=== block 1 ===
### Signal wires by layer, block 1

Two of the layers only.
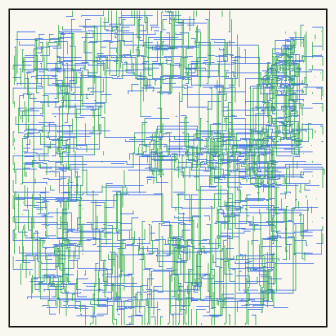

$ cat src/rtl/wb_pkg.sv
// rtl/wb_pkg.sv - shared types and widths for the write-back port arbiter
package wb_pkg;

    localparam int WB_CTRL_W = 6;
    localparam int WB_RD_W   = 5;
    localparam int WB_DATA_W = 32;

    // One buffered long-latency result; live drops when the entry must not write
    typedef struct packed {
        logic                 live;
        logic [WB_RD_W-1:0]   rd;
        logic [WB_DATA_W-1:0] data;
    } wb_entry_t;

    // One-hot register mask for a destination index
    function automatic logic [31:0] rd_onehot(input logic [WB_RD_W-1:0] rd);
        return 32'd1 << rd;
    endfunction

endpackage

$ cat src/rtl/wb_fifo.sv
// rtl/wb_fifo.sv - circular buffer of long-latency results with WAW kill by destination
module wb_fifo
    import wb_pkg::*;
#(
    parameter  int DEPTH = 2,
    localparam int PW    = (DEPTH > 1) ? $clog2(DEPTH) : 1,
    localparam int CW    = $clog2(DEPTH + 1)
) (
    input  logic                          clk,
    input  logic                          reset,
    input  logic                          i_push,
    input  wb_entry_t                     i_push_entry,
    input  logic                          i_pop,
    input  logic                          i_kill_en,
    input  logic [WB_RD_W-1:0]            i_kill_rd,
    output wb_entry_t                     o_head,
    output logic [CW-1:0]                 o_count,
    output logic [DEPTH-1:0]              o_slot_live,
    output logic [DEPTH-1:0][WB_RD_W-1:0] o_slot_rd
);

    localparam logic [PW-1:0] LAST_IDX = PW'(DEPTH - 1);

    wb_entry_t         r_mem [DEPTH];
    logic [DEPTH-1:0]  r_vld;
    logic [PW-1:0]     r_wr;
    logic [PW-1:0]     r_rd;
    logic [CW-1:0]     r_count;
    wb_entry_t         w_push_entry;

    function automatic logic [PW-1:0] ptr_next(input logic [PW-1:0] p);
        return (p == LAST_IDX) ? '0 : p + PW'(1);
    endfunction

    // An entry written in the same cycle as a matching kill is born dead
    always_comb begin
        w_push_entry      = i_push_entry;
        w_push_entry.live = i_push_entry.live & ~(i_kill_en && (i_push_entry.rd == i_kill_rd));
    end

    // Storage, pointers and occupancy; the push slot never equals the pop slot
    always_ff @(posedge clk or negedge reset) begin
        if (!reset) begin
            for (int i = 0; i < DEPTH; i++) r_mem[i] <= '0;
            r_vld   <= '0;
            r_wr    <= '0;
            r_rd    <= '0;
            r_count <= '0;
        end else begin
            for (int i = 0; i < DEPTH; i++) begin
                if (i_kill_en && (r_mem[i].rd == i_kill_rd)) r_mem[i].live <= 1'b0;
            end
            if (i_push) begin
                r_mem[r_wr] <= w_push_entry;
                r_vld[r_wr] <= 1'b1;
                r_wr        <= ptr_next(r_wr);
            end
            if (i_pop) begin
                r_vld[r_rd] <= 1'b0;
                r_rd        <= ptr_next(r_rd);
            end
            if (i_push && !i_pop)      r_count <= r_count + CW'(1);
            else if (!i_push && i_pop) r_count <= r_count - CW'(1);
        end
    end

    // Per-slot view used by the pending-register mask
    always_comb begin
        o_slot_live = '0;
        o_slot_rd   = '0;
        for (int i = 0; i < DEPTH; i++) begin
            o_slot_live[i] = r_vld[i] & r_mem[i].live;
            o_slot_rd[i]   = r_mem[i].rd;
        end
    end

    assign o_head  = r_mem[r_rd];
    assign o_count = r_count;

endmodule

$ cat src/rtl/wb_port_arbiter.sv
// rtl/wb_port_arbiter.sv - merges pipeline and long-latency results onto one write port (optional WB_STARVE_GUARD_EN)
module wb_port_arbiter
    import wb_pkg::*;
#(
    parameter int DEPTH        = 2,
    parameter int STARVE_LIMIT = 8
) (
    input  logic                 clk,
    input  logic                 reset,
    input  logic                 pipe_valid_i,
    input  logic                 pipe_we_i,
    input  logic [WB_RD_W-1:0]   pipe_rd_i,
    input  logic [WB_DATA_W-1:0] pipe_data_i,
    input  logic                 lu_valid_i,
    output logic                 lu_ready_o,
    input  logic [WB_RD_W-1:0]   lu_rd_i,
    input  logic [WB_DATA_W-1:0] lu_data_i,
    output logic [WB_CTRL_W-1:0] control_signal_wb,
    output logic [WB_DATA_W-1:0] data_in_wb,
    output logic [31:0]          pending_mask_o,
    output logic                 stall_o
);

    localparam int CW = $clog2(DEPTH + 1);

    if (DEPTH < 2 || STARVE_LIMIT < 1) begin : g_param_check
        $error("wb_port_arbiter: DEPTH must be >= 2 and STARVE_LIMIT >= 1");
    end

    logic                          w_pipe_we;
    logic                          w_push;
    logic                          w_pop;
    logic                          w_fifo_empty;
    wb_entry_t                     w_push_entry;
    wb_entry_t                     w_head;
    logic [CW-1:0]                 w_count;
    logic [DEPTH-1:0]              w_slot_live;
    logic [DEPTH-1:0][WB_RD_W-1:0] w_slot_rd;
    logic [31:0]                   w_mask;
    logic [WB_CTRL_W-1:0]          r_ctrl;
    logic [WB_DATA_W-1:0]          r_data;

    assign w_pipe_we    = pipe_valid_i & pipe_we_i & (pipe_rd_i != '0);
    assign w_fifo_empty = (w_count == '0);
    assign lu_ready_o   = (w_count < CW'(DEPTH));
    assign w_push       = lu_valid_i & lu_ready_o;
    assign w_pop        = ~w_pipe_we & ~w_fifo_empty;

    // Writes to x0 are accepted but can never retire
    always_comb begin
        w_push_entry      = '0;
        w_push_entry.live = (lu_rd_i != '0);
        w_push_entry.rd   = lu_rd_i;
        w_push_entry.data = lu_data_i;
    end

    wb_fifo #(.DEPTH(DEPTH)) u_fifo (
        .clk          (clk),
        .reset        (reset),
        .i_push       (w_push),
        .i_push_entry (w_push_entry),
        .i_pop        (w_pop),
        .i_kill_en    (w_pipe_we),
        .i_kill_rd    (pipe_rd_i),
        .o_head       (w_head),
        .o_count      (w_count),
        .o_slot_live  (w_slot_live),
        .o_slot_rd    (w_slot_rd)
    );

    // Write port: pipeline first, then FIFO head; data holds when nothing writes
    always_ff @(posedge clk or negedge reset) begin
        if (!reset) begin
            r_ctrl <= '0;
            r_data <= '0;
        end else if (w_pipe_we) begin
            r_ctrl <= {pipe_rd_i, 1'b1};
            r_data <= pipe_data_i;
        end else if (w_pop && w_head.live) begin
            r_ctrl <= {w_head.rd, 1'b1};
            r_data <= w_head.data;
        end else begin
            r_ctrl <= '0;
        end
    end

    // Registers still owed a value by a live buffered result
    always_comb begin
        w_mask = '0;
        for (int i = 0; i < DEPTH; i++) begin
            if (w_slot_live[i]) w_mask = w_mask | rd_onehot(w_slot_rd[i]);
        end
        w_mask[0] = 1'b0;
    end

    assign control_signal_wb = r_ctrl;
    assign data_in_wb        = r_data;
    assign pending_mask_o    = w_mask;

`ifdef WB_STARVE_GUARD_EN
    localparam int WW = $clog2(STARVE_LIMIT + 1);
    localparam logic [WW-1:0] WAIT_MAX = WW'(STARVE_LIMIT);

    logic [WW-1:0] r_wait;
    logic          r_stall;

    // Count cycles the head is blocked; pulse a single stall once the limit is seen
    always_ff @(posedge clk or negedge reset) begin
        if (!reset) begin
            r_wait  <= '0;
            r_stall <= 1'b0;
        end else begin
            if (w_fifo_empty || w_pop)   r_wait <= '0;
            else if (r_wait != WAIT_MAX) r_wait <= r_wait + WW'(1);
            r_stall <= (r_wait == WAIT_MAX) && !r_stall && !w_pop;
        end
    end

    assign stall_o = r_stall;
`else
    assign stall_o = 1'b0;
`endif

endmodule

$ cat config.mk
export PLATFORM = sky130hd
export DESIGN_NAME = wb_port_arbiter
export DESIGN_NICKNAME = d
export VERILOG_FILES = /design/src/rtl/wb_pkg.sv /design/src/rtl/wb_fifo.sv /design/src/rtl/wb_port_arbiter.sv
export SDC_FILE = /design/constraint.sdc
export NUM_CORES = 1
export LEC_CHECK = 0
export CAP_MARGIN = 15
export CORE_UTILIZATION = 50
export CTS_CLUSTER_DIAMETER = 150
export DETAILED_ROUTE_END_ITERATION = 10
export MAX_ROUTING_LAYER = met4
export PLACE_DENSITY = 0.9
export SYNTH_ARGS = -nofsm -noshare
export SYNTH_HDL_FRONTEND = slang
export SYNTH_HIERARCHICAL = 1
export SYNTH_SLANG_ARGS = --single-unit
$ cat constraint.sdc
create_clock -name clk -period 5.2 [get_ports clk]
set_clock_uncertainty 0.05 [all_clocks]
set_input_delay 1.04 -clock clk [delete_from_list [all_inputs] [get_ports clk]]
set_output_delay 1.04 -clock clk [all_outputs]
set_load 0.02 [all_outputs]
=== block 2 ===
<file path="src/rtl/fetch_stage.sv">
// fetch_stage: multi-cycle Y86-64 SEQ fetch unit reading a byte-wide
// instruction memory one byte per request/ack handshake.
// Optional feature: define FETCH_ERR_COUNT_EN to add the err_count output
// (saturating count of fetches that ended in ADR or INS).
module fetch_stage #(
    parameter logic [63:0] RESET_PC  = 64'd0,
    parameter int unsigned IMEM_SIZE = 4096
) (
    input  logic        clk,
    input  logic        rst,
    input  logic        start,
    input  logic        pc_load,
    input  logic [63:0] pc_in,
    output logic        imem_req,
    output logic [63:0] imem_addr,
    input  logic        imem_ack,
    input  logic [7:0]  imem_rdata,
    output logic [63:0] pc,
    output logic [3:0]  icode,
    output logic [3:0]  ifun,
    output logic [3:0]  rA,
    output logic [3:0]  rB,
    output logic [63:0] valC,
    output logic [63:0] valP,
    output logic [2:0]  stat,
    output logic        fetch_valid,
    output logic        busy
`ifdef FETCH_ERR_COUNT_EN
    ,
    output logic [15:0] err_count
`endif
);
    typedef enum logic [1:0] {IDLE, FETCH, DONE, HALT} state_t;

    localparam logic [2:0] AOK = 3'd1;
    localparam logic [2:0] HLT = 3'd2;
    localparam logic [2:0] ADR = 3'd3;
    localparam logic [2:0] INS = 3'd4;

    state_t      state, state_nx;
    logic [3:0]  idx;       // byte index within the instruction
    logic [3:0]  len;       // decoded length, valid once byte 0 is in
    logic [64:0] addr_ext;  // one extra bit so pc+idx cannot wrap below IMEM_SIZE
    logic        addr_bad;
    logic        take;      // byte accepted this cycle
    logic [3:0]  byte_len;
    logic        byte_ok;
    logic [2:0]  cpos;      // valC byte lane for the current byte

    assign addr_ext    = {1'b0, pc} + {61'd0, idx};
    assign addr_bad    = addr_ext >= 65'(IMEM_SIZE);
    assign fetch_valid = (state == DONE);
    assign busy        = (state == FETCH);
    // jXX/call carry valC in bytes 1..8, the 10-byte forms in bytes 2..9
    assign cpos        = (len == 4'd9) ? idx[2:0] - 3'd1 : idx[2:0] - 3'd2;

    // Decode length and legality of the byte currently on imem_rdata as byte 0
    always_comb begin
        byte_len = 4'd1;
        byte_ok  = 1'b1;
        case (imem_rdata[7:4])
            4'h0, 4'h1, 4'h9:       byte_len = 4'd1;
            4'h2, 4'h6, 4'hA, 4'hB: byte_len = 4'd2;
            4'h7, 4'h8:             byte_len = 4'd9;
            4'h3, 4'h4, 4'h5:       byte_len = 4'd10;
            default:                byte_ok  = 1'b0;
        endcase
        case (imem_rdata[7:4])
            4'h2, 4'h7: if (imem_rdata[3:0] > 4'd6) byte_ok = 1'b0;
            4'h6:       if (imem_rdata[3:0] > 4'd3) byte_ok = 1'b0;
            default:    if (imem_rdata[3:0] != 4'd0) byte_ok = 1'b0;
        endcase
    end

    // State register
    always_ff @(posedge clk or posedge rst) begin
        if (rst) state <= IDLE;
        else     state <= state_nx;
    end

    // Next state and memory request; request/address held until ack
    always_comb begin
        state_nx  = state;
        imem_req  = 1'b0;
        imem_addr = 64'd0;
        take      = 1'b0;
        case (state)
            IDLE: if (start) state_nx = FETCH;
            FETCH: begin
                if (addr_bad) begin
                    state_nx = DONE;
                end else begin
                    imem_req  = 1'b1;
                    imem_addr = addr_ext[63:0];
                    if (imem_ack) begin
                        take = 1'b1;
                        if (idx == 4'd0) begin
                            if (!byte_ok || byte_len == 4'd1) state_nx = DONE;
                        end else if (idx == len - 4'd1) begin
                            state_nx = DONE;
                        end
                    end
                end
            end
            DONE:    state_nx = (stat == AOK) ? IDLE : HALT;
            default: state_nx = state;
        endcase
    end

    // PC register and instruction field assembly
    always_ff @(posedge clk or posedge rst) begin
        if (rst) begin
            pc    <= RESET_PC;
            idx   <= 4'd0;
            len   <= 4'd0;
            icode <= 4'd0;
            ifun  <= 4'd0;
            rA    <= 4'hF;
            rB    <= 4'hF;
            valC  <= 64'd0;
            valP  <= 64'd0;
            stat  <= AOK;
        end else begin
            case (state)
                IDLE: if (start) begin
                    if (pc_load) pc <= pc_in;
                    idx   <= 4'd0;
                    len   <= 4'd0;
                    icode <= 4'd0;
                    ifun  <= 4'd0;
                    rA    <= 4'hF;
                    rB    <= 4'hF;
                    valC  <= 64'd0;
                    stat  <= AOK;
                end
                FETCH: begin
                    if (addr_bad) begin
                        stat <= ADR;
                        valP <= pc + {60'd0, len};
                    end else if (take) begin
                        if (idx == 4'd0) begin
                            icode <= imem_rdata[7:4];
                            ifun  <= imem_rdata[3:0];
                            if (!byte_ok) begin
                                stat <= INS;
                                valP <= pc + 64'd1;
                            end else begin
                                len <= byte_len;
                                if (byte_len == 4'd1) begin
                                    valP <= pc + 64'd1;
                                    if (imem_rdata[7:4] == 4'h0) stat <= HLT;
                                end else begin
                                    idx <= 4'd1;
                                end
                            end
                        end else begin
                            if (idx == 4'd1 && (len == 4'd2 || len == 4'd10))
                                {rA, rB} <= imem_rdata;
                            if (len == 4'd9 || (len == 4'd10 && idx >= 4'd2))
                                valC[{cpos, 3'b000} +: 8] <= imem_rdata;
                            if (idx == len - 4'd1) valP <= pc + {60'd0, len};
                            idx <= idx + 4'd1;
                        end
                    end
                end
                default: ;
            endcase
        end
    end

`ifdef FETCH_ERR_COUNT_EN
    // Saturating count of fetches that reported ADR or INS
    always_ff @(posedge clk or posedge rst) begin
        if (rst)
            err_count <= 16'd0;
        else if (state == DONE && (stat == ADR || stat == INS) && err_count != 16'hFFFF)
            err_count <= err_count + 16'd1;
    end
`endif

endmodule

</file>
<file path="config.mk">
export PLATFORM = sky130hd
export DESIGN_NAME = fetch_stage
export DESIGN_NICKNAME = d
export VERILOG_FILES = /design/src/rtl/fetch_stage.sv
export SDC_FILE = /design/constraint.sdc
export NUM_CORES = 1
export LEC_CHECK = 0
export CORE_ASPECT_RATIO = 1.4
export CORE_MARGIN = 3
export CORE_UTILIZATION = 45
export DETAILED_ROUTE_END_ITERATION = 8
export PLACE_DENSITY = 0.87
export REMOVE_ABC_BUFFERS = 1
export SLEW_MARGIN = 15
export SYNTH_ARGS = -nofsm -noshare
export SYNTH_HDL_FRONTEND = slang
export SYNTH_SLANG_ARGS = --single-unit
</file>
<file path="constraint.sdc">
create_clock -name clk -period 6.4 [get_ports clk]
set_input_delay 0.64 -clock clk [delete_from_list [all_inputs] [get_ports clk]]
set_output_delay 0.64 -clock clk [all_outputs]
set_load 0.01 [all_outputs]
</file>
=== block 3 ===
File: config.mk
export PLATFORM = sky130hd
export DESIGN_NAME = piso_shift_register_flat
export DESIGN_NICKNAME = d
export VERILOG_FILES = /design/src/rtl/piso_shift_register_if.sv /design/src/rtl/piso_shift_register.sv /design/src/flat_wrapper.sv
export SDC_FILE = /design/constraint.sdc
export NUM_CORES = 1
export LEC_CHECK = 0
export ABC_AREA = 0
export ABC_CLOCK_PERIOD_IN_PS = 2430
export CAP_MARGIN = 20
export CORE_AREA = 4 4 41 43
export DETAILED_ROUTE_END_ITERATION = 10
export DIE_AREA = 0 0 45 47
export PLACE_DENSITY_LB_ADDON = 0.15
export SETUP_SLACK_MARGIN = 0.2
export SYNTH_ARGS = -nofsm -noshare
export SYNTH_HDL_FRONTEND = slang
export SYNTH_SLANG_ARGS = --single-unit
File: constraint.sdc
create_clock -name clk -period 2.43 [get_ports clk]
set_input_delay 0.486 -clock clk [delete_from_list [all_inputs] [get_ports clk]]
set_output_delay 0.486 -clock clk [all_outputs]
set_load 0.03 [all_outputs]
File: src/rtl/piso_shift_register_if.sv
// Handshake and serial-output bundle for piso_shift_register.
// The master drives the parallel word; the slave is the serialiser.
interface piso_shift_register_if #(
  parameter int WIDTH = 4
);
  logic [WIDTH-1:0] d;
  logic             load_valid;
  logic             load_ready;
  logic             sout;
  logic             sout_valid;
  logic             sout_last;
  logic             busy;

  modport master (
    output d, load_valid,
    input  load_ready, sout, sout_valid, sout_last, busy
  );

  modport slave (
    input  d, load_valid,
    output load_ready, sout, sout_valid, sout_last, busy
  );
endinterface

File: src/rtl/piso_shift_register.sv
// Parallel-in/serial-out shifter: one WIDTH-bit word per handshake, one bit per clk.
// Optional even-parity trailer bit is enabled by defining PISO_PARITY_EN.
module piso_shift_register #(
  parameter int WIDTH     = 4,
  parameter bit MSB_FIRST = 1'b0
) (
  input logic                   clk,
  input logic                   rst_n,
  piso_shift_register_if.slave  bus
);

`ifdef PISO_PARITY_EN
  localparam int FRAME = WIDTH + 1;
  typedef enum logic [1:0] {S_IDLE = 2'd0, S_SHIFT = 2'd1, S_PARITY = 2'd2} state_e;
`else
  localparam int FRAME = WIDTH;
  typedef enum logic {S_IDLE = 1'b0, S_SHIFT = 1'b1} state_e;
`endif
  localparam int CW = $clog2(FRAME);

  state_e           state_q, state_d;
  logic [WIDTH-1:0] shift_q, shift_d;
  logic [CW-1:0]    cnt_q, cnt_d;
  logic             sout_q, sout_d;
  logic             valid_q, valid_d;
  logic             last_q, last_d;
`ifdef PISO_PARITY_EN
  logic             parity_q, parity_d;
`endif

  logic load_ready;
  logic accept;

  // The last-bit cycle doubles as an accept slot so frames can run back-to-back.
  assign load_ready = (state_q == S_IDLE) | last_q;
  assign accept     = bus.load_valid & load_ready;

  always_comb begin
    // NOTE: every next-state signal gets a default first so no path infers a latch.
    state_d  = state_q;
    shift_d  = shift_q;
    cnt_d    = cnt_q;
    sout_d   = sout_q;
    valid_d  = valid_q;
    last_d   = last_q;
`ifdef PISO_PARITY_EN
    parity_d = parity_q;
`endif

    if (accept) begin
      // The first bit goes straight to sout; the register keeps the remainder.
      state_d = S_SHIFT;
      cnt_d   = '0;
      valid_d = 1'b1;
      last_d  = 1'b0;
      if (MSB_FIRST) begin
        sout_d  = bus.d[WIDTH-1];
        shift_d = {bus.d[WIDTH-2:0], 1'b0};
      end else begin
        sout_d  = bus.d[0];
        shift_d = {1'b0, bus.d[WIDTH-1:1]};
      end
`ifdef PISO_PARITY_EN
      parity_d = ^bus.d;
`endif
    end else if (last_q) begin
      state_d = S_IDLE;
      cnt_d   = '0;
      valid_d = 1'b0;
      last_d  = 1'b0;
      sout_d  = 1'b0;
    end else if (state_q == S_SHIFT) begin
      cnt_d  = cnt_q + 1'b1;
      last_d = (cnt_d == CW'(FRAME - 1));
`ifdef PISO_PARITY_EN
      if (cnt_q == CW'(WIDTH - 1)) begin
        state_d = S_PARITY;
        sout_d  = parity_q;
      end else
`endif
      if (MSB_FIRST) begin
        sout_d  = shift_q[WIDTH-1];
        shift_d = {shift_q[WIDTH-2:0], 1'b0};
      end else begin
        sout_d  = shift_q[0];
        shift_d = {1'b0, shift_q[WIDTH-1:1]};
      end
    end
  end

  // NOTE: sequential state uses non-blocking assignments so all registers update together.
  always_ff @(posedge clk or negedge rst_n) begin
    if (!rst_n) begin
      state_q  <= S_IDLE;
      shift_q  <= '0;
      cnt_q    <= '0;
      sout_q   <= 1'b0;
      valid_q  <= 1'b0;
      last_q   <= 1'b0;
`ifdef PISO_PARITY_EN
      parity_q <= 1'b0;
`endif
    end else begin
      state_q  <= state_d;
      shift_q  <= shift_d;
      cnt_q    <= cnt_d;
      sout_q   <= sout_d;
      valid_q  <= valid_d;
      last_q   <= last_d;
`ifdef PISO_PARITY_EN
      parity_q <= parity_d;
`endif
    end
  end

  assign bus.load_ready = load_ready;
  assign bus.sout       = sout_q;
  assign bus.sout_valid = valid_q;
  assign bus.sout_last  = last_q;
  assign bus.busy       = (state_q != S_IDLE);

endmodule
File: src/flat_wrapper.sv
// flat-port wrapper written by rule: the top's interface ports become plain ports
module piso_shift_register_flat 
#(
  parameter int WIDTH     = 4,
  parameter bit MSB_FIRST = 1'b0
)
  (clk, rst_n, bus_d, bus_load_valid, bus_load_ready, bus_sout, bus_sout_valid, bus_sout_last, bus_busy);
  piso_shift_register_if #(.WIDTH(WIDTH)) bus_i ();
  input logic clk;
  input logic rst_n;
  input wire logic [$bits(bus_i.d)-1:0] bus_d;
  input wire logic [$bits(bus_i.load_valid)-1:0] bus_load_valid;
  output wire logic [$bits(bus_i.load_ready)-1:0] bus_load_ready;
  output wire logic [$bits(bus_i.sout)-1:0] bus_sout;
  output wire logic [$bits(bus_i.sout_valid)-1:0] bus_sout_valid;
  output wire logic [$bits(bus_i.sout_last)-1:0] bus_sout_last;
  output wire logic [$bits(bus_i.busy)-1:0] bus_busy;
  assign bus_i.d = bus_d;
  assign bus_i.load_valid = bus_load_valid;
  assign bus_load_ready = bus_i.load_ready;
  assign bus_sout = bus_i.sout;
  assign bus_sout_valid = bus_i.sout_valid;
  assign bus_sout_last = bus_i.sout_last;
  assign bus_busy = bus_i.busy;
  piso_shift_register #(.WIDTH(WIDTH), .MSB_FIRST(MSB_FIRST)) u_core (.clk(clk), .rst_n(rst_n), .bus(bus_i));
endmodule
### Wire density map, block 3

The die is cut into 9 by 9 equal tiles; dark blue is low, red is high, scaled to the fullest tile. Values are wire area over tile area, all layers added.
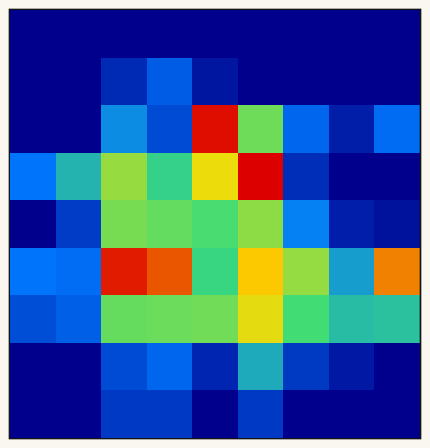
densest ninth of the die: centre
tiles over half the peak: 24%
mean over tiles: 0.055
emptiest ninth of the die: upper left
fullest tile: 0.22
All-Layer GR Usage: 0.0854
final wirelength: 731 µm

==> metrics.cfg, block 3 <==
[place]
gp_congestion = 0.689
port_buffers = 11

[run]
warning_count = 26

[setup_path]
slowest_delay_ns = 0.46
cp-end-kind = primary output
reg2reg_from = u_core.bus.busy$_DFFE_PN0P_
critPathLaunch = u_core.bus.busy$_DFFE_PN0P_
critPathKind = reg2out
crit_family = buffers and inverters
worstSetupStartpointType = flip-flop

[grt]
grt_max_degree = 10

[yosys]
synth_top_area_share = 0.502
xor_area_frac = 0
ys_area_um2 = 399
simple_gate_share = 0.207
area_leaders = dfrtp_1, mux2_2, or3b_1

[power]
power_clock_uw = 99.5
p_seq_uw = 238
clockPowerShare = 0.148
p_comb_uw = 336
powerDensity_nw_per_um2 = 1270

[sta]
drv_slew = 0
tightestPinTransition_ns = 0.366
rsz0062_at_grt = no
hold_ws_ns = 0.514
slew_headroom = 0.756
report.final.setup_viol = 0
fmax_ghz = 0.511
worst_slack_ns = 0.471

[layout]
fin_cells = 59
lay_top_count = clkdlybuf4s50_1
most-common-layout-cells = clkdlybuf4s50_1, dfrtp_1, mux2_2, clkbuf_4
largest_register_ffs = 3
largest-register = u_core.shift_q

[clock_tree]
cts-buffers-inserted = 3
worstSkewPairLatency_ns = 0.25
clock_path_buffers = 2
clock-sinks = 8

[route]
via_per_inst = 4.76
drtAntennaViolNets = 0
first_pass_iters = 2
vias = 281

[die]
die_height_um = 47
die-area_um2 = 2120

[min_path]
min_path_type = in2async

[outcome]
status = completed

block 3: layout make-up:
class	count	area (µm²)	area share
multi-input combinational	20	173	0.325
tap	15	18.8	0.0354
inverter	2	7.51	0.0142
timing repair buffer	11	109	0.205
sequential	8	200	0.377
clock buffer	3	22.5	0.0425
block 3: worst paths after layout:
kind,slack [ns],to
min in group clk,0.52,u_core.shift_q[0]$_DFFE_PN0P_
worst min register to register,0.52,u_core.shift_q[0]$_DFFE_PN0P_
worst min-delay path,0.51,u_core.shift_q[0]$_DFFE_PN0P_
worst max register to register,1.15,u_core.shift_q[1]$_DFFE_PN0P_
worst max-delay path,0.47,bus_load_ready
max in group asynchronous,1.65,u_core.cnt_q[1]$_DFFE_PN0P_
block 3: cell families (layout without fill, tap and decap cells):
kind of cell	count (synthesis)	in the layout
adders and majority gates	1	1
DFF	8	8
muxes	5	5
buffers and inverters	4	16
AOI/OAI and AO/OA	3	3
and+or+nand+nor	11	11
block 3: routing by layer:
metal,vias to the layer above,part of all wire,routed length [µm],GRT usage
li1,134,-,-,-
met1,138,0.42,305,0.0913
met2,9,0.50,367,0.138
met3,0,0.078,57,0.0383
met4,0,0,0,0.0526
met5,-,0,0,0
### Where the registers sit, block 2

Scale bar: 50 µm. Other sequential cells in the stronger grey, the rest of the logic in the fainter grey.
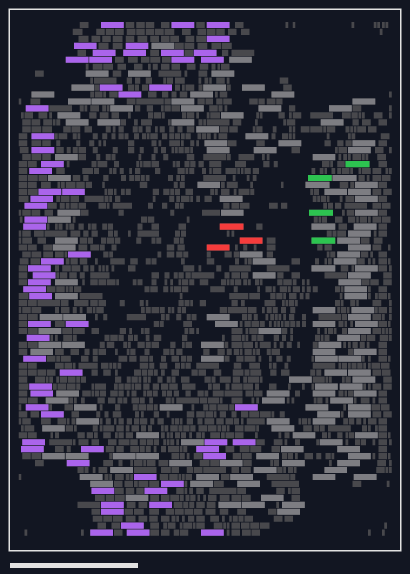
legend:
  red:
    signal: `stat`
    sequential_cells: 3
  green:
    signal: `rA`
    sequential_cells: 4
  purple:
    signal: `pc`
    sequential_cells: 64
post-layout util: 0.589
Seq group: 1.40 mW
sequential share of cell area: 0.318
storage element area: 5520 µm²

### A small window of the routed layout, block 2

Region (18, 138) to (58, 178) µm. Cells in grey, sequential cells in the stronger grey; small squares are vias.
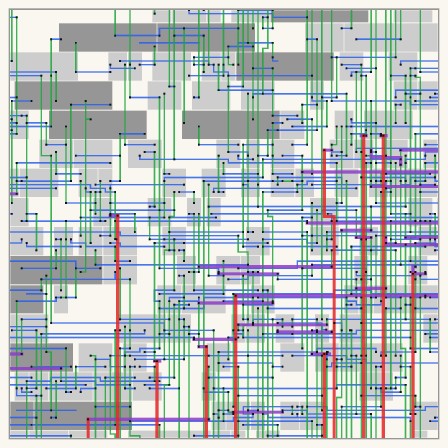
legend:
  purple:
    layer: metal 3
  blue:
    layer: metal 1
  red:
    layer: metal 4
  green:
    layer: metal 2
netlist names of flops here include: `valP` (8), `pc` (1)
cells with their middle in the window: 112
sequential cells in the window: 9
most frequent: nor4_1 (13), nor2_1 (12)

==> metrics.cfg, block 2 <==
[power]
clockPowerShare = 0.492
p_int_mw = 2.34
ir_worst_vdd_mv = 0.171
total_power_mw = 3.01
switching_power_uw = 670

[sta]
tns_ns = 0
finalHoldViolations = 0

[setup_path]
cp-end-kind = primary output
critPathKind = reg2out

[yosys]
synth_top_area_share = 0.390
syn_inst = 1479
most_common_cell = dfrtp_1
area_leaders = dfrtp_1, mux2_2, xnor2_1
synth_top_cell_by_area = dfrtp_1
mappedNetlistArea_um2 = 13500

[grt]
overflow = 0

[die]
nWellTaps = 380
die_width_um = 153
core_area_um2 = 29400

[outcome]
status = completed

[place]
pre_cts_ws_ns = 0.924
gp_congestion = 0.953

[route]
vias = 12527
via_per_inst = 5.93
drtIter0Drc = 975

[layout]
n_all_inverters = 99
antenna_cells = 0
nClkBuffers = 34

[clock_tree]
clock_path_buffers = 3

block 2: worst max-delay path by stage:
stage                                end  slack (ns)  cells after the start
floorplan           icode[0]$_DFFE_PP0P_       -0.25                      1
global placement            imem_addr[1]        1.12                     14
detailed placement          imem_addr[0]        0.92                     13
CTS                         imem_addr[0]        0.37                     13
global route                imem_addr[0]        0.08                     14
finish                      imem_addr[0]        0.39                     14
block 2: per-layer routing:
layer / vias up / wire [µm] / global-route usage
met5: - / 0 / 0
met4: 0 / 2720 / 0.146
met3: 165 / 2950 / 0.0412
met2: 652 / 23700 / 0.499
met1: 6049 / 16500 / 0.306
li1: 5661 / - / -
block 2: power groups by stage:
stage | Combinational [mW] | Clock [mW] | Sequential, mW
after floorplan | 0.0472 | 0 | 1.43
final | 0.130 | 1.48 | 1.40
after global placement | 0.129 | 0 | 1.42
after CTS | 0.131 | 1.50 | 1.40
after global routing | 0.141 | 1.56 | 1.40
after detailed placement | 0.131 | 0 | 1.43
block 2: sequential cells by signal, indices dropped and copies added (netlist names):
name	flops
icode	4
idx	4
valP	64
state	2
len	3
stat	3
ifun	4
rB	4
rA	4
pc	64
valC	64
### I/O nets highlighted, block 1

Scale bar: 20 µm.
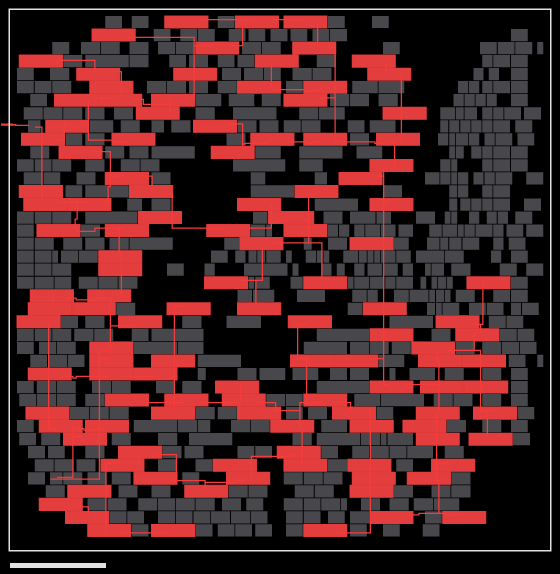
legend:
  red:
    port: `reset`
    direction: input
    end_cells: 120
    buffers: 2
    wire: 882 µm

## Picture notes: 'Signal wires by layer' of block 1
legend:
  green:
    layer: metal 2
    wire_length: 7110 µm
  blue:
    layer: metal 1
    wire_length: 5750 µm

==> metrics.cfg, block 1 <==
[place]
pre_cts_ws_ns = 1.68
placed_area_um2 = 7570
place_inst = 722
port_buffers = 148

[clock_tree]
worstSkewPairLatency_ns = 0.40
clock-sinks = 120
post_cts_buffers = 0
path_clk_slew_ns = 0.06

[die]
io_pins = 151
die-area_um2 = 12700
nWellTaps = 147
die_height_um = 113

[setup_path]
cp.buffers_inverters = 1
cp.required_ns = 4.11
crit_chain = or3b_2 -> o22ai_1 -> clkdlybuf4s50_1
cp_data_arrival_time_ns = 2.37
cp-end-kind = primary output

[layout]
finalInstanceArea_um2 = 8240
logic_area_um2 = 2870
fin_util = 0.689
n_all_buffers = 151
antenna_cells = 0
most-common-layout-cells = clkdlybuf4s50_1, dfrtp_1, mux2_2, mux2_1, o22ai_1
comb_area_frac = 0.349

[outcome]
status = completed

[yosys]
synth_top_cell_by_area = dfrtp_1

[sta]
slew_headroom = 0.237
period_minus_slack_ns = 3.46

[grt]
gr-usage-met1 = 0.275
globalRouteMet3Util = 0.0513
met2_usage = 0.402
grt_pass1_vias = 4544

## block 1: power by group
group	internal (mW)	total [mW]	switching, mW	leakage [nW]
Clock	0.876	1.29	0.414	0.309
Combinational	1.36	2.29	0.926	1.66
Sequential	1.42	1.83	0.405	1.42
Total	3.66	5.40	1.75	3.39
## block 1: logic make-up (layout without fill, tap and decap cells)
logic type / after synthesis / in the layout / share of synthesized area
XOR/XNOR: 20 / 20 / 0.0286
AND-OR/OR-AND: 45 / 45 / 0.0480
multiplexers: 176 / 176 / 0.335
AND/OR/NAND/NOR: 58 / 58 / 0.0519
other: 1 / 2 / 0.000612
buffers and inverters: 39 / 186 / 0.0431
adder cells (fa/ha/maj): 1 / 1 / 0.00204
flip-flops: 120 / 120 / 0.490
## block 1: how the worst max path moves through the flow
stage,slack (ns),endpoint,start
floorplan,2.16,u_fifo/o_count[1]$_DFFE_PN0P_,pipe_rd_i[3]
global placement,1.81,flip-flop,lu_valid_i
detailed placement,1.68,u_fifo/o_count[1]$_DFFE_PN0P_,pipe_rd_i[3]
CTS,1.75,pending_mask_o[10],flip-flop
global route,1.65,pending_mask_o[6],u_fifo/r_mem[75]$_DFF_PN0_
finish,1.74,pending_mask_o[10],flip-flop

Power is estimated from default activity; no workload was simulated.
